=== block 1 ===
**Block 1: wiring by layer**

The bar under the picture is 20 um long.
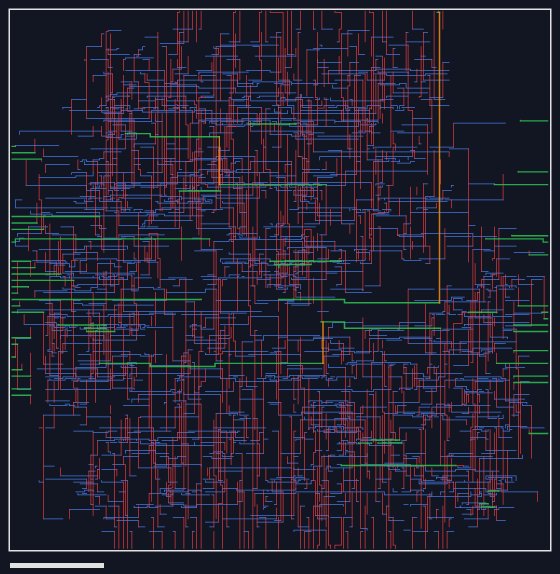

==> config.mk <==
export PLATFORM = sky130hd
export DESIGN_NAME = serial_addsub
export DESIGN_NICKNAME = d
export VERILOG_FILES = /design/src/rtl/alu_pkg.sv /design/src/rtl/full_adder.sv /design/src/rtl/serial_addsub.sv
export SDC_FILE = /design/constraint.sdc
export NUM_CORES = 1
export LEC_CHECK = 0
export CAP_MARGIN = 20
export CORE_MARGIN = 1
export CORE_UTILIZATION = 48
export DETAILED_ROUTE_END_ITERATION = 8
export HOLD_SLACK_MARGIN = 0.06
export PLACE_DENSITY = 0.77
export SLEW_MARGIN = 20
export SYNTH_ARGS = -nofsm -noshare
export SYNTH_HDL_FRONTEND = slang
export SYNTH_SLANG_ARGS = --single-unit
==> constraint.sdc <==
create_clock -name clk -period 4.7 [get_ports clk]
set_clock_uncertainty 0.1 [all_clocks]
set_input_delay 0.94 -clock clk [delete_from_list [all_inputs] [get_ports clk]]
set_output_delay 0.94 -clock clk [all_outputs]
set_load 0.05 [all_outputs]
==> src/rtl/alu_pkg.sv <==
// Shared ALU definitions: serial adder FSM state encodings and operation codes.
package alu_pkg;

  localparam logic [1:0] S_IDLE = 2'd0;
  localparam logic [1:0] S_RUN  = 2'd1;
  localparam logic [1:0] S_DONE = 2'd2;

  localparam logic OP_ADD = 1'b0;
  localparam logic OP_SUB = 1'b1;

endpackage

==> src/rtl/full_adder.sv <==
// One-bit combinational full adder; the bit slice of the serial adder.
module full_adder (
  input  logic a,
  input  logic b,
  input  logic cin,
  output logic s,
  output logic cout
);

  assign s    = a ^ b ^ cin;
  assign cout = (a & b) | (a & cin) | (b & cin);

endmodule

==> src/rtl/serial_addsub.sv <==
// Bit-serial add/subtract, one bit per clock, LSB first. Subtract is A + ~B + 1,
// with the +1 supplied as the initial carry.
module serial_addsub
  import alu_pkg::*;
#(
  parameter int unsigned WIDTH = 32,
  localparam int unsigned CNT_W = $clog2(WIDTH) + 1
) (
  input  logic             clk,
  input  logic             rst,
  input  logic             start,
  input  logic             mode,
  input  logic [WIDTH-1:0] a,
  input  logic [WIDTH-1:0] b,
  output logic             busy,
  output logic             done,
  output logic [WIDTH-1:0] result,
  output logic             cout,
  output logic             overflow,
  output logic             zero
);

  logic [1:0]       state_q, state_d;
  logic [WIDTH-1:0] opa_q, opa_d;
  logic [WIDTH-1:0] opb_q, opb_d;
  logic [WIDTH-1:0] sr_q, sr_d;
  logic [WIDTH-1:0] result_q, result_d;
  logic [CNT_W-1:0] cnt_q, cnt_d;
  logic             carry_q, carry_d;
  logic             cout_q, cout_d;
  logic             ovf_q, ovf_d;
  logic             zero_q, zero_d;
  logic             fa_s, fa_c;
  logic [WIDTH-1:0] sr_shift;
  logic             accept;
  logic             last_bit;

  full_adder u_fa (
    .a    (opa_q[0]),
    .b    (opb_q[0]),
    .cin  (carry_q),
    .s    (fa_s),
    .cout (fa_c)
  );

  assign sr_shift = {fa_s, sr_q[WIDTH-1:1]};
  assign accept   = start && (state_q != S_RUN);
  assign last_bit = (cnt_q == CNT_W'(WIDTH - 1));

  always_comb begin
    state_d  = state_q;
    opa_d    = opa_q;
    opb_d    = opb_q;
    sr_d     = sr_q;
    result_d = result_q;
    cnt_d    = cnt_q;
    carry_d  = carry_q;
    cout_d   = cout_q;
    ovf_d    = ovf_q;
    zero_d   = zero_q;
    if (state_q == S_RUN) begin
      opa_d   = opa_q >> 1;
      opb_d   = opb_q >> 1;
      sr_d    = sr_shift;
      carry_d = fa_c;
      cnt_d   = cnt_q + 1'b1;
      if (last_bit) begin
        state_d  = S_DONE;
        result_d = sr_shift;
        cout_d   = fa_c;
        // carry_q is the carry into the MSB on the final step
        ovf_d    = carry_q ^ fa_c;
        zero_d   = (sr_shift == '0);
      end
    end else if (accept) begin
      state_d = S_RUN;
      opa_d   = a;
      opb_d   = (mode == OP_SUB) ? ~b : b;
      carry_d = mode;
      cnt_d   = '0;
    end else begin
      state_d = S_IDLE;
    end
  end

  always_ff @(posedge clk or posedge rst) begin
    if (rst) begin
      state_q  <= S_IDLE;
      opa_q    <= '0;
      opb_q    <= '0;
      sr_q     <= '0;
      result_q <= '0;
      cnt_q    <= '0;
      carry_q  <= 1'b0;
      cout_q   <= 1'b0;
      ovf_q    <= 1'b0;
      zero_q   <= 1'b1;
    end else begin
      state_q  <= state_d;
      opa_q    <= opa_d;
      opb_q    <= opb_d;
      sr_q     <= sr_d;
      result_q <= result_d;
      cnt_q    <= cnt_d;
      carry_q  <= carry_d;
      cout_q   <= cout_d;
      ovf_q    <= ovf_d;
      zero_q   <= zero_d;
    end
  end

  assign busy     = (state_q == S_RUN);
  assign done     = (state_q == S_DONE);
  assign result   = result_q;
  assign cout     = cout_q;
  assign overflow = ovf_q;
  assign zero     = zero_q;

endmodule
=== block 2 ===
===== src/rtl/box_clean_scheduler_pkg.sv =====
// Shared types for the box-clean scheduler: FSM state encoding and the queued job record.
package box_clean_scheduler_pkg;

    localparam int BOX_XSZ = 8;
    localparam int BOX_YSZ = 7;

    // state        | meaning
    // ST_IDLE      | no job in flight; launch when a job is queued and the engine reports done
    // ST_LAUNCH    | go_clean pulse to the engine, box outputs already loaded
    // ST_WAIT_LOW  | wait for the engine to leave its done state
    // ST_WAIT_DONE | wait for the engine to report done again
    typedef enum logic [1:0] {
        ST_IDLE      = 2'd0,
        ST_LAUNCH    = 2'd1,
        ST_WAIT_LOW  = 2'd2,
        ST_WAIT_DONE = 2'd3
    } sched_state_t;

    // Stored job width is fixed here; the scheduler's XSZ/YSZ defaults follow it.
    typedef struct packed {
        logic [BOX_XSZ-1:0] x_left;
        logic [BOX_XSZ-1:0] x_right;
        logic [BOX_YSZ-1:0] y_top;
        logic [BOX_YSZ-1:0] y_bottom;
    } box_job_t;

    function automatic logic box_misordered(input box_job_t job);
        return (job.x_left > job.x_right) || (job.y_top > job.y_bottom);
    endfunction

endpackage


===== src/rtl/box_clean_scheduler_if.sv =====
// Job request handshake plus clean-engine control signals of the box-clean scheduler.
interface box_clean_scheduler_if #(
    parameter int XSZ   = 8,
    parameter int YSZ   = 7,
    parameter int DEPTH = 4
);
    localparam int PW = $clog2(DEPTH + 1);

    logic           job_valid;
    logic           job_ready;
    logic [XSZ-1:0] job_x_left;
    logic [XSZ-1:0] job_x_right;
    logic [YSZ-1:0] job_y_top;
    logic [YSZ-1:0] job_y_bottom;
    logic [XSZ-1:0] x_left;
    logic [XSZ-1:0] x_right;
    logic [YSZ-1:0] y_top;
    logic [YSZ-1:0] y_bottom;
    logic           go_clean;
    logic           done_clean;
    logic           busy;
    logic [PW-1:0]  pending;
    logic           bad_box;

    modport master (
        output job_valid, job_x_left, job_x_right, job_y_top, job_y_bottom, done_clean,
        input  job_ready, x_left, x_right, y_top, y_bottom, go_clean, busy, pending, bad_box
    );

    modport slave (
        input  job_valid, job_x_left, job_x_right, job_y_top, job_y_bottom, done_clean,
        output job_ready, x_left, x_right, y_top, y_bottom, go_clean, busy, pending, bad_box
    );

endinterface


===== src/rtl/box_job_fifo.sv =====
// Job FIFO for the box-clean scheduler; DEPTH must be a power of two so pointers wrap naturally.
module box_job_fifo
    import box_clean_scheduler_pkg::*;
#(
    parameter int DEPTH = 4
) (
    input  logic                         clk,
    input  logic                         resetn,
    input  logic                         push,
    input  logic                         pop,
    input  box_job_t                     din,
    output box_job_t                     dout,
    output logic                         full,
    output logic                         empty,
    output logic [$clog2(DEPTH+1)-1:0]   count
);
    localparam int PW = $clog2(DEPTH);
    localparam int CW = $clog2(DEPTH + 1);

    box_job_t        mem [DEPTH];
    logic [PW-1:0]   wr_ptr;
    logic [PW-1:0]   rd_ptr;
    logic            do_push;
    logic            do_pop;

    assign full    = (count == CW'(DEPTH));
    assign empty   = (count == '0);
    assign do_push = push && !full;
    assign do_pop  = pop && !empty;
    assign dout    = mem[rd_ptr];

    always_ff @(posedge clk) begin
        if (do_push) mem[wr_ptr] <= din;
    end

    always_ff @(posedge clk) begin
        if (!resetn) begin
            wr_ptr <= '0;
            rd_ptr <= '0;
            count  <= '0;
        end else begin
            if (do_push) wr_ptr <= wr_ptr + 1'b1;
            if (do_pop)  rd_ptr <= rd_ptr + 1'b1;
            case ({do_push, do_pop})
                2'b10:   count <= count + 1'b1;
                2'b01:   count <= count - 1'b1;
                default: count <= count;
            endcase
        end
    end

endmodule


===== src/rtl/box_clean_scheduler.sv =====
// Queues box-clean jobs and launches them one at a time on the clean engine.
// Optional BOX_ORDER_CHECK_EN: drop jobs with inverted bounds and pulse bad_box.
module box_clean_scheduler
    import box_clean_scheduler_pkg::*;
#(
    parameter int XSZ   = BOX_XSZ,
    parameter int YSZ   = BOX_YSZ,
    parameter int DEPTH = 4
) (
    input  logic                  clk,
    input  logic                  resetn,
    box_clean_scheduler_if.slave  bus
);
    localparam int CW = $clog2(DEPTH + 1);

    sched_state_t    state;
    sched_state_t    state_nxt;
    box_job_t        job_in;
    box_job_t        head;
    logic            accept;
    logic            fifo_push;
    logic            fifo_pop;
    logic            full;
    logic            empty;
    logic [CW-1:0]   count;
    logic            go_clean_c;
    logic            busy_c;
    logic [XSZ-1:0]  x_left_q;
    logic [XSZ-1:0]  x_right_q;
    logic [YSZ-1:0]  y_top_q;
    logic [YSZ-1:0]  y_bottom_q;

    assign job_in = '{
        x_left:   BOX_XSZ'(bus.job_x_left),
        x_right:  BOX_XSZ'(bus.job_x_right),
        y_top:    BOX_YSZ'(bus.job_y_top),
        y_bottom: BOX_YSZ'(bus.job_y_bottom)
    };

    assign bus.job_ready = !full;
    assign accept        = bus.job_valid && !full;

`ifdef BOX_ORDER_CHECK_EN
    logic bad_box_q;

    // The handshake still completes for a misordered box; it is simply never queued.
    assign fifo_push = accept && !box_misordered(job_in);

    always_ff @(posedge clk) begin
        if (!resetn) bad_box_q <= 1'b0;
        else         bad_box_q <= accept && box_misordered(job_in);
    end

    assign bus.bad_box = bad_box_q;
`else
    assign fifo_push   = accept;
    assign bus.bad_box = 1'b0;
`endif

    box_job_fifo #(.DEPTH(DEPTH)) u_fifo (
        .clk    (clk),
        .resetn (resetn),
        .push   (fifo_push),
        .pop    (fifo_pop),
        .din    (job_in),
        .dout   (head),
        .full   (full),
        .empty  (empty),
        .count  (count)
    );

    always_ff @(posedge clk) begin
        if (!resetn) state <= ST_IDLE;
        else         state <= state_nxt;
    end

    always_comb begin
        state_nxt  = state;
        fifo_pop   = 1'b0;
        go_clean_c = 1'b0;
        busy_c     = 1'b1;
        case (state)
            ST_IDLE: begin
                busy_c = 1'b0;
                if (!empty && bus.done_clean) begin
                    state_nxt = ST_LAUNCH;
                    fifo_pop  = 1'b1;
                end
            end
            ST_LAUNCH: begin
                go_clean_c = 1'b1;
                state_nxt  = ST_WAIT_LOW;
            end
            ST_WAIT_LOW: begin
                // A done level still high here is stale from before the launch.
                if (!bus.done_clean) state_nxt = ST_WAIT_DONE;
            end
            ST_WAIT_DONE: begin
                if (bus.done_clean) state_nxt = ST_IDLE;
            end
            default: begin
                state_nxt = ST_IDLE;
                busy_c    = 1'b0;
            end
        endcase
    end

    // The engine re-reads these every row, so they only change on a launch.
    always_ff @(posedge clk) begin
        if (!resetn) begin
            x_left_q   <= '0;
            x_right_q  <= '0;
            y_top_q    <= '0;
            y_bottom_q <= '0;
        end else if (fifo_pop) begin
            x_left_q   <= XSZ'(head.x_left);
            x_right_q  <= XSZ'(head.x_right);
            y_top_q    <= YSZ'(head.y_top);
            y_bottom_q <= YSZ'(head.y_bottom);
        end
    end

    assign bus.x_left   = x_left_q;
    assign bus.x_right  = x_right_q;
    assign bus.y_top    = y_top_q;
    assign bus.y_bottom = y_bottom_q;
    assign bus.go_clean = go_clean_c;
    assign bus.busy     = busy_c;
    assign bus.pending  = count;

endmodule


===== src/flat_wrapper.sv =====
// flat-port wrapper written by rule: the top's interface ports become plain ports
module box_clean_scheduler_flat import box_clean_scheduler_pkg::*;
#(
    parameter int XSZ   = BOX_XSZ,
    parameter int YSZ   = BOX_YSZ,
    parameter int DEPTH = 4
)
  (clk, resetn, bus_job_valid, bus_job_x_left, bus_job_x_right, bus_job_y_top, bus_job_y_bottom, bus_done_clean, bus_job_ready, bus_x_left, bus_x_right, bus_y_top, bus_y_bottom, bus_go_clean, bus_busy, bus_pending, bus_bad_box);
  box_clean_scheduler_if #(.XSZ(XSZ), .YSZ(YSZ), .DEPTH(DEPTH)) bus_i ();
  input  logic clk;
  input  logic resetn;
  input wire logic [$bits(bus_i.job_valid)-1:0] bus_job_valid;
  input wire logic [$bits(bus_i.job_x_left)-1:0] bus_job_x_left;
  input wire logic [$bits(bus_i.job_x_right)-1:0] bus_job_x_right;
  input wire logic [$bits(bus_i.job_y_top)-1:0] bus_job_y_top;
  input wire logic [$bits(bus_i.job_y_bottom)-1:0] bus_job_y_bottom;
  input wire logic [$bits(bus_i.done_clean)-1:0] bus_done_clean;
  output wire logic [$bits(bus_i.job_ready)-1:0] bus_job_ready;
  output wire logic [$bits(bus_i.x_left)-1:0] bus_x_left;
  output wire logic [$bits(bus_i.x_right)-1:0] bus_x_right;
  output wire logic [$bits(bus_i.y_top)-1:0] bus_y_top;
  output wire logic [$bits(bus_i.y_bottom)-1:0] bus_y_bottom;
  output wire logic [$bits(bus_i.go_clean)-1:0] bus_go_clean;
  output wire logic [$bits(bus_i.busy)-1:0] bus_busy;
  output wire logic [$bits(bus_i.pending)-1:0] bus_pending;
  output wire logic [$bits(bus_i.bad_box)-1:0] bus_bad_box;
  assign bus_i.job_valid = bus_job_valid;
  assign bus_i.job_x_left = bus_job_x_left;
  assign bus_i.job_x_right = bus_job_x_right;
  assign bus_i.job_y_top = bus_job_y_top;
  assign bus_i.job_y_bottom = bus_job_y_bottom;
  assign bus_i.done_clean = bus_done_clean;
  assign bus_job_ready = bus_i.job_ready;
  assign bus_x_left = bus_i.x_left;
  assign bus_x_right = bus_i.x_right;
  assign bus_y_top = bus_i.y_top;
  assign bus_y_bottom = bus_i.y_bottom;
  assign bus_go_clean = bus_i.go_clean;
  assign bus_busy = bus_i.busy;
  assign bus_pending = bus_i.pending;
  assign bus_bad_box = bus_i.bad_box;
  box_clean_scheduler #(.XSZ(XSZ), .YSZ(YSZ), .DEPTH(DEPTH)) u_core (.clk(clk), .resetn(resetn), .bus(bus_i));
endmodule

===== config.mk =====
export PLATFORM = sky130hd
export DESIGN_NAME = box_clean_scheduler_flat
export DESIGN_NICKNAME = d
export VERILOG_FILES = /design/src/rtl/box_clean_scheduler_pkg.sv /design/src/rtl/box_clean_scheduler_if.sv /design/src/rtl/box_job_fifo.sv /design/src/rtl/box_clean_scheduler.sv /design/src/flat_wrapper.sv
export SDC_FILE = /design/constraint.sdc
export NUM_CORES = 1
export LEC_CHECK = 0
export CORE_ASPECT_RATIO = 0.5
export CORE_MARGIN = 4
export CORE_UTILIZATION = 50
export DETAILED_ROUTE_END_ITERATION = 8
export GPL_TIMING_DRIVEN = 0
export PLACE_DENSITY = 0.76
export SLEW_MARGIN = 10
export SYNTH_ARGS = -nofsm -noshare
export SYNTH_HDL_FRONTEND = slang
export SYNTH_SLANG_ARGS = --single-unit
export TNS_END_PERCENT = 30

===== constraint.sdc =====
create_clock -name clk -period 2.1 [get_ports clk]
set_input_delay 0.525 -clock clk [delete_from_list [all_inputs] [get_ports clk]]
set_output_delay 0.525 -clock clk [all_outputs]
set_load 0.1 [all_outputs]

=== block 3 ===
--- src/rtl/clock_pkg.sv ---
// Shared mode encodings and the ms-prescaler divisor helper for the digital clock.
package clock_pkg;

    localparam logic [1:0] MODE_RUN      = 2'd0;
    localparam logic [1:0] MODE_SET_HOUR = 2'd1;
    localparam logic [1:0] MODE_SET_MIN  = 2'd2;

    function automatic int MS_DIV(input int clk_freq);
        return clk_freq / 1000;
    endfunction

endpackage

--- src/rtl/key_autorepeat.sv ---
// INC key stepper: one pulse on the press edge, then auto-repeat while the key stays held.
module key_autorepeat
    import clock_pkg::*;
#(
    parameter int REPEAT_DLY_MS  = 500,
    parameter int REPEAT_RATE_MS = 100,
    parameter int CNT_W          = 14
) (
    input  logic sys_clk,
    input  logic sys_rst_n,
    input  logic ms_tick_i,
    input  logic lvl_i,
    input  logic clr_i,
    output logic pulse_o
);

    localparam logic [CNT_W-1:0] DLY_C  = CNT_W'(REPEAT_DLY_MS);
    localparam logic [CNT_W-1:0] RATE_C = CNT_W'(REPEAT_RATE_MS);
    localparam logic [CNT_W-1:0] ONE_C  = CNT_W'(1);

    logic             lvl_q;
    logic             pulse_q, pulse_d;
    logic [CNT_W-1:0] dly_q, dly_d;
    logic [CNT_W-1:0] rate_q, rate_d;

    // The press cycle itself never counts toward the hold delay; only ticks with the key already held do.
    always_comb begin
        dly_d   = dly_q;
        rate_d  = rate_q;
        pulse_d = 1'b0;
        if (clr_i || !lvl_i) begin
            dly_d  = '0;
            rate_d = '0;
        end else if (!lvl_q) begin
            pulse_d = 1'b1;
        end else if (ms_tick_i) begin
            if (dly_q != DLY_C) begin
                dly_d   = dly_q + ONE_C;
                pulse_d = (dly_d == DLY_C);
            end else begin
                rate_d = rate_q + ONE_C;
                if (rate_d == RATE_C) begin
                    rate_d  = '0;
                    pulse_d = 1'b1;
                end
            end
        end
    end

    always_ff @(posedge sys_clk or negedge sys_rst_n) begin
        if (!sys_rst_n) begin
            lvl_q   <= 1'b0;
            pulse_q <= 1'b0;
            dly_q   <= '0;
            rate_q  <= '0;
        end else begin
            lvl_q   <= lvl_i;
            pulse_q <= pulse_d;
            dly_q   <= dly_d;
            rate_q  <= rate_d;
        end
    end

    assign pulse_o = pulse_q;

endmodule

--- src/rtl/clock_set_ctrl.sv ---
// Time-set controller: RUN/SET_HOUR/SET_MIN mode FSM, inactivity timeout, blink gating and the
// mux that chooses between the seconds carry chain and manual INC steps for the min/hour strobes.
module clock_set_ctrl
    import clock_pkg::*;
#(
    parameter int CLK_FREQ       = 50_000_000,
    parameter int REPEAT_DLY_MS  = 500,
    parameter int REPEAT_RATE_MS = 100,
    parameter int BLINK_MS       = 250,
    parameter int TIMEOUT_MS     = 10_000
) (
    input  logic       sys_clk,
    input  logic       sys_rst_n,
    input  logic       key_mode_p,
    input  logic       key_inc_lvl,
    input  logic       min_flag_i,
    input  logic       hour_flag_i,
    output logic       min_flag_o,
    output logic       hour_inc_o,
    output logic       sec_run_o,
    output logic       sec_clr_o,
    output logic [1:0] mode_o,
    output logic       blink_on_o
);

    localparam int DIV   = MS_DIV(CLK_FREQ);
    localparam int PRE_W = (DIV > 1) ? $clog2(DIV) : 1;
    localparam int MS_W  = $clog2(TIMEOUT_MS + 1);

    localparam logic [PRE_W-1:0] PRE_MAX    = PRE_W'(DIV - 1);
    localparam logic [PRE_W-1:0] PRE_ONE    = PRE_W'(1);
    localparam logic [MS_W-1:0]  TIMEOUT_C  = MS_W'(TIMEOUT_MS);
    localparam logic [MS_W-1:0]  BLINK_LAST = MS_W'(BLINK_MS - 1);
    localparam logic [MS_W-1:0]  MS_ONE     = MS_W'(1);

    logic [PRE_W-1:0] pre_q;
    logic             ms_tick;
    logic [1:0]       mode_q, mode_d;
    logic             sec_clr_q;
    logic [MS_W-1:0]  idle_q, idle_d;
    logic [MS_W-1:0]  blink_cnt_q, blink_cnt_d;
    logic             blink_q, blink_d;
    logic             man_inc;
    logic             inc_clr;

    assign ms_tick = (pre_q == PRE_MAX);

    always_ff @(posedge sys_clk or negedge sys_rst_n) begin
        if (!sys_rst_n) begin
            pre_q <= '0;
        end else if (ms_tick) begin
            pre_q <= '0;
        end else begin
            pre_q <= pre_q + PRE_ONE;
        end
    end

    // A MODE press clears the stepper so a coincident INC edge is swallowed.
    assign inc_clr = (mode_q == MODE_RUN) || key_mode_p;

    key_autorepeat #(
        .REPEAT_DLY_MS (REPEAT_DLY_MS),
        .REPEAT_RATE_MS(REPEAT_RATE_MS),
        .CNT_W         (MS_W)
    ) u_key_autorepeat (
        .sys_clk  (sys_clk),
        .sys_rst_n(sys_rst_n),
        .ms_tick_i(ms_tick),
        .lvl_i    (key_inc_lvl),
        .clr_i    (inc_clr),
        .pulse_o  (man_inc)
    );

    always_ff @(posedge sys_clk or negedge sys_rst_n) begin
        if (!sys_rst_n) begin
            mode_q    <= MODE_RUN;
            sec_clr_q <= 1'b0;
        end else begin
            mode_q    <= mode_d;
            sec_clr_q <= (mode_q == MODE_RUN) && (mode_d == MODE_SET_HOUR);
        end
    end

    always_comb begin
        mode_d = mode_q;
        case (mode_q)
            MODE_RUN: begin
                if (key_mode_p) mode_d = MODE_SET_HOUR;
            end
            MODE_SET_HOUR: begin
                if (key_mode_p) mode_d = MODE_SET_MIN;
                else if (idle_q == TIMEOUT_C && !key_inc_lvl) mode_d = MODE_RUN;
            end
            MODE_SET_MIN: begin
                if (key_mode_p) mode_d = MODE_RUN;
                else if (idle_q == TIMEOUT_C && !key_inc_lvl) mode_d = MODE_RUN;
            end
            default: mode_d = MODE_RUN;
        endcase
    end

    always_comb begin
        min_flag_o = 1'b0;
        hour_inc_o = 1'b0;
        sec_run_o  = 1'b0;
        case (mode_q)
            MODE_RUN: begin
                min_flag_o = min_flag_i & sys_rst_n;
                hour_inc_o = hour_flag_i & sys_rst_n;
                sec_run_o  = 1'b1;
            end
            MODE_SET_HOUR: hour_inc_o = man_inc;
            MODE_SET_MIN:  min_flag_o = man_inc;
            default: begin
                min_flag_o = 1'b0;
                hour_inc_o = 1'b0;
            end
        endcase
    end

    // Idle timer and blink phase both restart on any mode change; the timer saturates at the timeout.
    always_comb begin
        idle_d      = idle_q;
        blink_d     = blink_q;
        blink_cnt_d = blink_cnt_q;
        if (mode_q == MODE_RUN || key_mode_p || key_inc_lvl || mode_d != mode_q) begin
            idle_d = '0;
        end else if (ms_tick && idle_q != TIMEOUT_C) begin
            idle_d = idle_q + MS_ONE;
        end
        if (mode_q == MODE_RUN || mode_d != mode_q || man_inc) begin
            blink_d     = 1'b1;
            blink_cnt_d = '0;
        end else if (ms_tick) begin
            if (blink_cnt_q == BLINK_LAST) begin
                blink_d     = ~blink_q;
                blink_cnt_d = '0;
            end else begin
                blink_cnt_d = blink_cnt_q + MS_ONE;
            end
        end
    end

    always_ff @(posedge sys_clk or negedge sys_rst_n) begin
        if (!sys_rst_n) begin
            idle_q      <= '0;
            blink_q     <= 1'b1;
            blink_cnt_q <= '0;
        end else begin
            idle_q      <= idle_d;
            blink_q     <= blink_d;
            blink_cnt_q <= blink_cnt_d;
        end
    end

    assign mode_o     = mode_q;
    assign sec_clr_o  = sec_clr_q;
    assign blink_on_o = (mode_q == MODE_RUN) || blink_q || man_inc;

endmodule

--- config.mk ---
export PLATFORM = sky130hd
export DESIGN_NAME = clock_set_ctrl
export DESIGN_NICKNAME = d
export VERILOG_FILES = /design/src/rtl/clock_pkg.sv /design/src/rtl/key_autorepeat.sv /design/src/rtl/clock_set_ctrl.sv
export SDC_FILE = /design/constraint.sdc
export NUM_CORES = 1
export LEC_CHECK = 0
export ABC_AREA = 1
export CAP_MARGIN = 0
export CORE_UTILIZATION = 62
export CTS_CLUSTER_SIZE = 20
export DETAILED_ROUTE_END_ITERATION = 10
export PLACE_DENSITY = 0.8
export SETUP_SLACK_MARGIN = 0.5
export SLEW_MARGIN = 15
export SYNTH_ARGS = -nofsm -noshare
export SYNTH_HDL_FRONTEND = slang
export SYNTH_SLANG_ARGS = --single-unit
--- constraint.sdc ---
create_clock -name sys_clk -period 2.5 [get_ports sys_clk]
set_clock_uncertainty 0.15 [all_clocks]
set_input_delay 0.5 -clock sys_clk [delete_from_list [all_inputs] [get_ports sys_clk]]
set_output_delay 0.5 -clock sys_clk [all_outputs]
set_load 0.1 [all_outputs]
=== block 4 ===
--- src/rtl/spi_reg_ctrl_if.sv ---
// spi_reg_ctrl_if: synchronized SPI inputs and register-bank outputs of spi_reg_ctrl.
// err_count exists only when SPI_ERR_COUNT_EN is defined.
interface spi_reg_ctrl_if #(
    parameter int NUM_REGS = 5
);
    logic                  ncs_s;
    logic                  copi_s;
    logic                  sclk_s;
    logic [8*NUM_REGS-1:0] regs_out;
    logic                  busy;
    logic                  txn_done;
    logic                  txn_err;
`ifdef SPI_ERR_COUNT_EN
    logic [7:0]            err_count;

    modport master (output ncs_s, copi_s, sclk_s,
                    input  regs_out, busy, txn_done, txn_err, err_count);
    modport slave  (input  ncs_s, copi_s, sclk_s,
                    output regs_out, busy, txn_done, txn_err, err_count);
`else
    modport master (output ncs_s, copi_s, sclk_s,
                    input  regs_out, busy, txn_done, txn_err);
    modport slave  (input  ncs_s, copi_s, sclk_s,
                    output regs_out, busy, txn_done, txn_err);
`endif
endinterface

--- src/rtl/spi_reg_ctrl.sv ---
// spi_reg_ctrl: mode-0 write-only SPI peripheral decoding 16-bit frames into an 8-bit register bank.
// Optional SPI_ERR_COUNT_EN adds a saturating count of discarded frames.
module spi_reg_ctrl #(
    parameter int         NUM_REGS = 5,
    parameter logic [7:0] RST_VAL  = 8'h00
) (
    input  logic          clk,
    input  logic          rst_n,
    spi_reg_ctrl_if.slave bus
);
    typedef enum logic {IDLE, SHIFT} state_t;

    state_t                     r_state;
    logic [15:0]                r_shift;
    logic [4:0]                 r_bit_cnt;
    logic                       r_ovf;
    logic                       r_sclk_q;
    logic                       r_ncs_q;
    logic [NUM_REGS-1:0][7:0]   r_regs;
    logic                       r_done;
    logic                       r_err;

    logic       w_sclk_rise;
    logic       w_ncs_fall;
    logic       w_ncs_rise;
    logic [6:0] w_addr;
    logic       w_full;
    logic       w_valid;
    logic       w_read;

    assign w_sclk_rise = bus.sclk_s & ~r_sclk_q;
    assign w_ncs_fall  = ~bus.ncs_s & r_ncs_q;
    assign w_ncs_rise  = bus.ncs_s & ~r_ncs_q;
    assign w_addr      = r_shift[14:8];
    assign w_full      = (r_bit_cnt == 5'd16) & ~r_ovf;
    assign w_valid     = w_full & r_shift[15] & ({1'b0, w_addr} < 8'(NUM_REGS));
    assign w_read      = w_full & ~r_shift[15];

    always_ff @(posedge clk or negedge rst_n) begin
        if (!rst_n) begin
            r_state   <= IDLE;
            r_shift   <= '0;
            r_bit_cnt <= '0;
            r_ovf     <= 1'b0;
            r_sclk_q  <= 1'b0;
            r_ncs_q   <= 1'b0;
            r_regs    <= {NUM_REGS{RST_VAL}};
            r_done    <= 1'b0;
            r_err     <= 1'b0;
        end else begin
            r_sclk_q <= bus.sclk_s;
            r_ncs_q  <= bus.ncs_s;
            r_done   <= 1'b0;
            r_err    <= 1'b0;
            if (r_state == IDLE) begin
                if (w_ncs_fall) begin
                    r_shift   <= '0;
                    r_bit_cnt <= '0;
                    r_ovf     <= 1'b0;
                    r_state   <= SHIFT;
                end
            end else if (w_ncs_rise) begin
                // frame end wins over a coincident SCLK edge, which is dropped
                r_state <= IDLE;
                r_done  <= w_valid;
                r_err   <= ~w_valid & ~w_read;
                for (int i = 0; i < NUM_REGS; i++)
                    if (w_valid && w_addr == 7'(i)) r_regs[i] <= r_shift[7:0];
            end else if (w_sclk_rise) begin
                if (r_bit_cnt < 5'd16) begin
                    r_shift   <= {r_shift[14:0], bus.copi_s};
                    r_bit_cnt <= r_bit_cnt + 5'd1;
                end else begin
                    r_ovf <= 1'b1;
                end
            end
        end
    end

    assign bus.regs_out = r_regs;
    assign bus.busy     = (r_state == SHIFT);
    assign bus.txn_done = r_done;
    assign bus.txn_err  = r_err;

`ifdef SPI_ERR_COUNT_EN
    logic [7:0] r_err_count;

    always_ff @(posedge clk or negedge rst_n) begin
        if (!rst_n) r_err_count <= '0;
        else if (r_err && r_err_count != 8'hFF) r_err_count <= r_err_count + 8'd1;
    end

    assign bus.err_count = r_err_count;
`endif
endmodule

--- src/flat_wrapper.sv ---
// flat-port wrapper written by rule: the top's interface ports become plain ports
module spi_reg_ctrl_flat 
#(
    parameter int         NUM_REGS = 5,
    parameter logic [7:0] RST_VAL  = 8'h00
)
  (clk, rst_n, bus_ncs_s, bus_copi_s, bus_sclk_s, bus_regs_out, bus_busy, bus_txn_done, bus_txn_err);
  spi_reg_ctrl_if #(.NUM_REGS(NUM_REGS)) bus_i ();
  input  logic clk;
  input  logic rst_n;
  input wire logic [$bits(bus_i.ncs_s)-1:0] bus_ncs_s;
  input wire logic [$bits(bus_i.copi_s)-1:0] bus_copi_s;
  input wire logic [$bits(bus_i.sclk_s)-1:0] bus_sclk_s;
  output wire logic [$bits(bus_i.regs_out)-1:0] bus_regs_out;
  output wire logic [$bits(bus_i.busy)-1:0] bus_busy;
  output wire logic [$bits(bus_i.txn_done)-1:0] bus_txn_done;
  output wire logic [$bits(bus_i.txn_err)-1:0] bus_txn_err;
  assign bus_i.ncs_s = bus_ncs_s;
  assign bus_i.copi_s = bus_copi_s;
  assign bus_i.sclk_s = bus_sclk_s;
  assign bus_regs_out = bus_i.regs_out;
  assign bus_busy = bus_i.busy;
  assign bus_txn_done = bus_i.txn_done;
  assign bus_txn_err = bus_i.txn_err;
  spi_reg_ctrl #(.NUM_REGS(NUM_REGS), .RST_VAL(RST_VAL)) u_core (.clk(clk), .rst_n(rst_n), .bus(bus_i));
endmodule
--- config.mk ---
export PLATFORM = sky130hd
export DESIGN_NAME = spi_reg_ctrl_flat
export DESIGN_NICKNAME = d
export VERILOG_FILES = /design/src/rtl/spi_reg_ctrl_if.sv /design/src/rtl/spi_reg_ctrl.sv /design/src/flat_wrapper.sv
export SDC_FILE = /design/constraint.sdc
export NUM_CORES = 1
export LEC_CHECK = 0
export CAP_MARGIN = 5
export CORE_ASPECT_RATIO = 0.7
export CORE_MARGIN = 2
export CORE_UTILIZATION = 46
export DETAILED_ROUTE_END_ITERATION = 8
export MAX_ROUTING_LAYER = met4
export PLACE_DENSITY = 0.74
export SYNTH_ARGS = -nofsm -noshare
export SYNTH_HDL_FRONTEND = slang
export SYNTH_SLANG_ARGS = --single-unit
export TNS_END_PERCENT = 100
--- constraint.sdc ---
create_clock -name clk -period 1.8 [get_ports clk]
set_input_delay 0.54 -clock clk [delete_from_list [all_inputs] [get_ports clk]]
set_output_delay 0.54 -clock clk [all_outputs]
set_load 0.1 [all_outputs]
**Block 3: wiring by layer**

The bar under the picture is 20 um long.
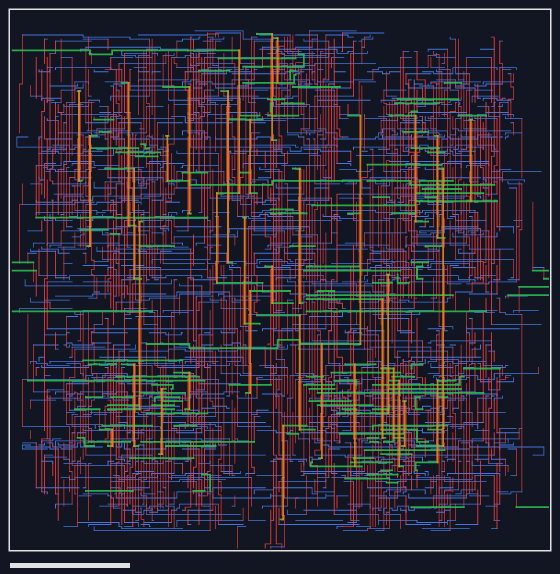
Key: metal 4 = orange [wire length 633 um]; metal 3 = green [wire length 1110 um]; metal 1 = blue [wire length 5360 um]; metal 2 = red [wire length 6850 um]
routed len/inst: 17.1 um
Total GRT Usage: 0.293
Routed WL: 14.0 mm
Vias: 4920

==> metrics.yaml, block 3 <==
drv_slew: 0
yosysWarnings: 0
ys_sh_xor: 0.0511
post-route-min-period_ns: 2.18
worstPathArrival_ns: 2.28
portBuffers: 12
path_class: "flip-flop to flip-flop"
adder_share: 0.0234
status: "finished clean"
hold_buffers: 1
drtIter0Drc: 547
timing_hold_violations_final: 0
drt-met1-wl_mm: 5.36
p_int_mw: 2.16
register_area_um2: 1970
warnings: 33
top_area_cell: "dfrtp_1"
post-place-ws_ns: 0.175
==> block 3: registers in the layout, summed over array words and instances (netlist names) <==
name and flops:
u_key_autorepeat.rate_q 14, u_key_autorepeat.pulse_o 1, u_key_autorepeat.lvl_q 1, sec_clr_o 1, idle_q 14, mode_o 2, pre_q 16, u_key_autorepeat.dly_q 14
blink_cnt_q 14, blink_q 1
==> block 3: worst max-delay path: stages (launching register included) <==
cell	delay, ns
dfrtp_1	0.44
ha_4	0.19
nand2_4	0.07
nor4_4	0.34
nand2_4	0.13
buf_12	0.16
nor3_4	0.16
buf_12	0.17
nor2_4	0.07
nand2_1	0.11
nand2_1	0.07
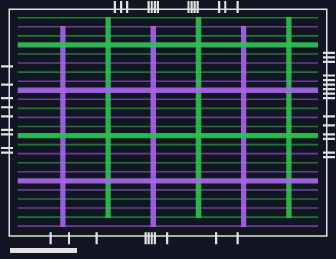
**Above:** block 4 (power grid).
The bar under the picture is 20 um long. Pins as bars on the die edge.
Key: VDD = green; VSS = purple
6 straps on met4. The core has 23 rows. 48 signal pins sit on the boundary. 24 met1 rails follow the rows.
Die Wd: 94.9 um
Die Span Y: 67.6 um
placeable core area: 5640 um^2
Max IR drop VDD: 0.580 mV

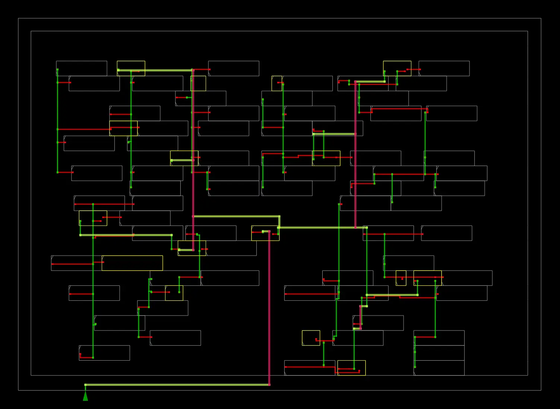
**Above:** block 4 (clock routing).
Num CTS Buffers: 9
Flops: 67
skew final: 0.00856 ns
clk pwr: 1.24 mW

==> metrics.yaml, block 4 <==
ff2ff_path_depth: 8
drtIter0Drc: 117
grt_pass1_vias: 1946
fin_crit_sh: 1.13
mux_area_frac: 0.178
vias: 1865
wl_met3_um: 260
edf_count: 0
cp_max_fo: 6
p_seq_mw: 1.56
finalSetupViolCount: 40
largestPowerGroup: "sequential cells"
endpoint_kind: "flip-flop"
grt_usage: 0.223
taps: 75
cts_setup_buffers: 1
grt_start_max_net_pins: 41
busiest_layer: "met2"
biggestCellCategory: "registers"
power.share.clock: 0.404
drive_gt1_frac: 0.549
violations: "negative setup slack"
status: "finished with violations"
synthCells: 179
yosysMostFrequentCell: "dfrtp_1"
postRouteAntennaNets: 0
yosys.area_share.aoi: 0.0781
layout_setup_ws_ns: -0.235
## block 4: per-stage QoR
| step | TNS [ns] | area (um^2) | setup WS, ns | instances | hold slack, ns |
|---|---|---|---|---|---|
| after detailed placement | -23.20 | 3910 | -0.519 | 330 | 0.485 |
| after CTS | -5.06 | 4160 | -0.151 | 347 | 0.101 |
| after global placement | -20.79 | 3910 | -0.426 | 330 | 0.471 |
| after floorplan | -2.75 | 2690 | -0.0986 | 179 | 0.244 |
| after global routing | -11.52 | 4250 | -0.319 | 348 | 0.102 |
| final | -8.42 | 4250 | -0.235 | 348 | 0.103 |
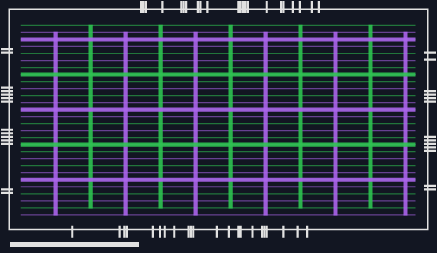
**Above:** block 2 (power grid).
The bar under the picture is 50 um long. Pins as bars on the die edge.
Key: VDD = green; VSS = purple
28 met1 rails follow the rows. 5 straps on met5.

==> metrics.yaml, block 2 <==
status: "finished clean"
cp.depth: 8
max_freq_ghz: 0.480
p_int_mw: 7.11
core.rowCount: 27
antenna-diode-count: 0
synth-async-reset-ratio: 0
inv_count: 12
worstHoldEndpoint: "u_core.bus.x_left[1]$_SDFFE_PN0N_"
numSynthFlops: 159
largest_reg_flops: 120
finalSetupViolCount: 0
htree_levels: 4
syn_area_per_cell_um2: 20.0
busiest_layer: "met2"
synth_cell_types: 31
drc_errors: 0
maxSlewHeadroom: 0.413
mux_area_frac: 0.124
fp_nets: 341
logic_area_um2: 1430
post_dp_cell_area_um2: 6850
drt-pass1-iter-count: 4
pg_clk_mw: 3.31
register_area_um2: 4400
dpl.hpwl_mm: 6.69
grt.met1_usage: 0.215
path_clk_slew_ns: 0.06
cts_tree: "yes"
block 2: metrics by stage:
| stage | utilization | hold slack (ns) | std cells | power [mW] | worst slack, ns |
|---|---|---|---|---|---|
| 2_1_floorplan | - | 0.471 | 296 | 6.80 | -0.305 |
| 6_report | 0.676 | 0.478 | 560 | 10.9 | 0.0187 |
| 5_1_grt | 0.676 | 0.490 | 560 | 11.4 | -0.0398 |
| 4_1_cts | 0.672 | 0.481 | 557 | 10.9 | -0.102 |
| 3_3_place_gp | 0.609 | 0.464 | 523 | 7.51 | -0.534 |
| 3_5_place_dp | 0.609 | 0.463 | 523 | 7.63 | -0.615 |
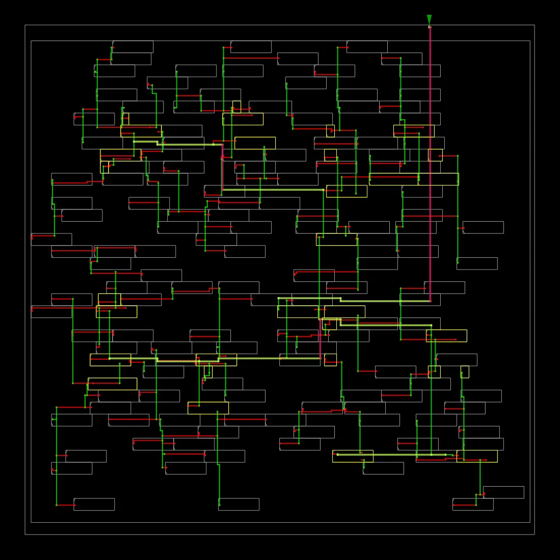
**Above:** block 1 (clock routing).
clock buffers: 19
clk sinks: 139
Latency at later pin: 0.41 ns
clk pwr: 1.27 mW
Flops: 139

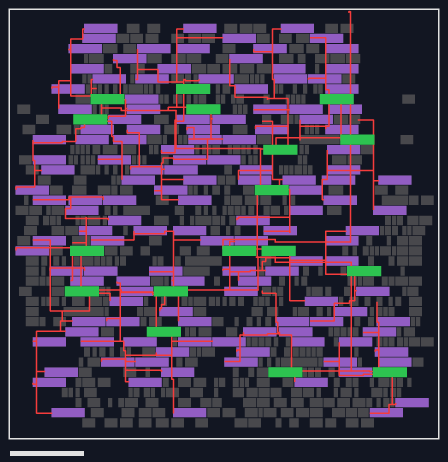
**Above:** block 1 (clock distribution).
The bar under the picture is 20 um long.
Key: clock wires = red [length 1650 um]; flip-flops = purple [count 139]; clock drivers = green [count 17]
There are 18 routed clock nets.

Notes on 'wiring by layer' of block 1 above:
Key: metal 4 = orange [wire length 80.9 um]; metal 3 = green [wire length 566 um]; metal 1 = blue [wire length 5470 um]; metal 2 = red [wire length 6230 um]
Total GRT Usage: 0.205
Vias: 4436

==> metrics.yaml, block 1 <==
grt_pass1_wl_mm: 20.9
drive_gt1_frac: 0.0859
dp_cells: 846
min-delay-start: "opb_q[13]$_DFFE_PP0P_"
ys_seq_share: 0.567
register_area_um2: 3480
dieWidth_um: 115
yosys.area_share.aoi: 0.0844
status: "finished clean"
htree_levels: 4
synthCells: 608
hold_path.class: "flip-flop to flip-flop"
nets: 768
ff2ff_path_depth: 6
ys_sh_simple: 0.143
logic_family: "simple AND/OR/NAND/NOR gates"
grt_use_met3: 0.0596
multiInputCombCellCount: 427
top_area_cell: "dfrtp_1"
worstHoldEndpoint: "opb_q[12]$_DFFE_PP0P_"
comb_area_frac: 0.312
clock_path_buffers: 2
synth_cell_types: 30
post_dp_cell_area_um2: 7280
die_h_um: 115
worst_pin_slew_ns: 1.08
p_comb_frac: 0.304
adder_share: 0.00530
hold_path_depth: 2
netSwitchingFraction: 0.361
busiest_layer: "met2"
[block 1: cells in the final DEF (no fill, tap or decap), drive strengths merged, types with 7 or more instances in the layout]
cell / Yosys / final
nor2: 9 / 9
nand2: 192 / 192
o21ai: 101 / 101
buf: 26 / 9
xnor2: 33 / 33
clkdlybuf4s50: 0 / 102
mux2i: 33 / 33
dfrtp: 138 / 138
clkbuf: 14 / 19
nor4: 8 / 8
clkinv: 0 / 7
mux2: 34 / 34
[block 1: worst max-delay path, cell delays in order, from the launching register on]
cell and delay [ns]:
dfrtp_1 0.38, nand2b_1 0.19, inv_4 0.39, clkdlybuf4s50_1 0.90

==> notes/layouts.md <==
Pictures saved along the way, in no particular order.

Cell classes on the final placement.
(a)
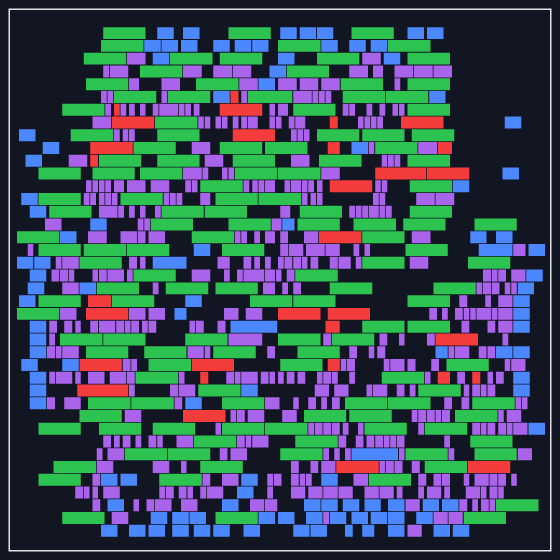
(b)
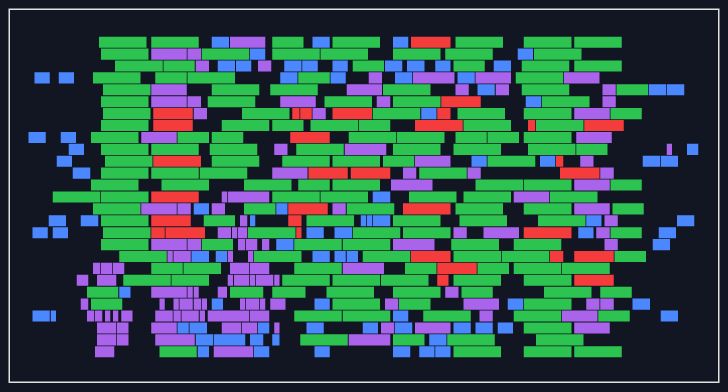
(c)
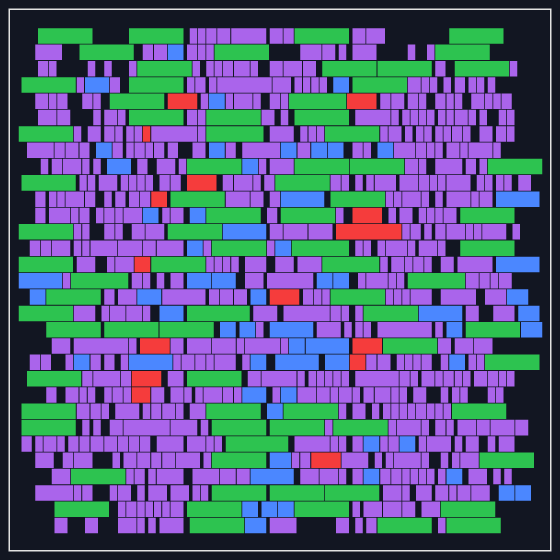
(d)
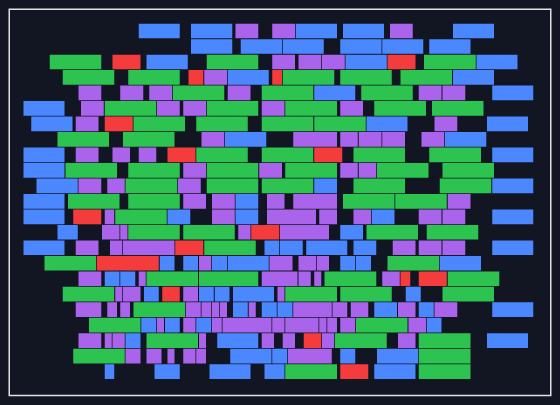
(d): block 4
(a): block 1
(c): block 3
(b): block 2
The one with the fewest cells is (d).



==> gallery <==
Clock distribution.
panel A
The bar under the picture is 20 um long.
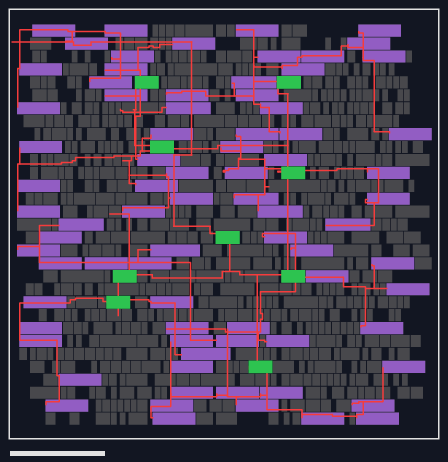
panel B
The bar under the picture is 20 um long.
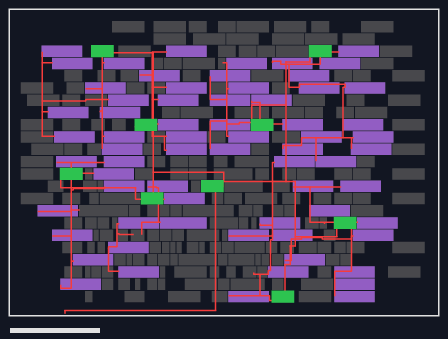
panel C
The bar under the picture is 50 um long.
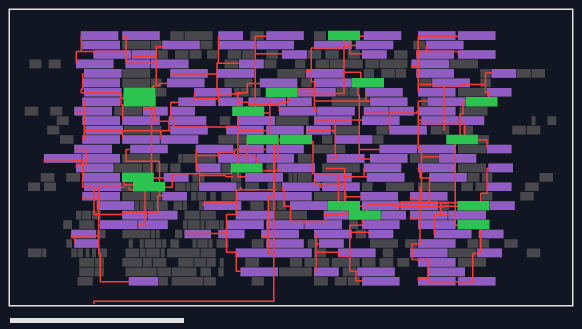
Block 4 is panel B.
Block 3 is panel A.
Block 2 is panel C.

Key to panel B:
Key: flip-flops = purple [count 67]; clock drivers = green [count 9]; clock wires = red [length 739 um]
Position of the flops: spread over the die.

No activity file was given, so power comes from the tool's default toggle rates.
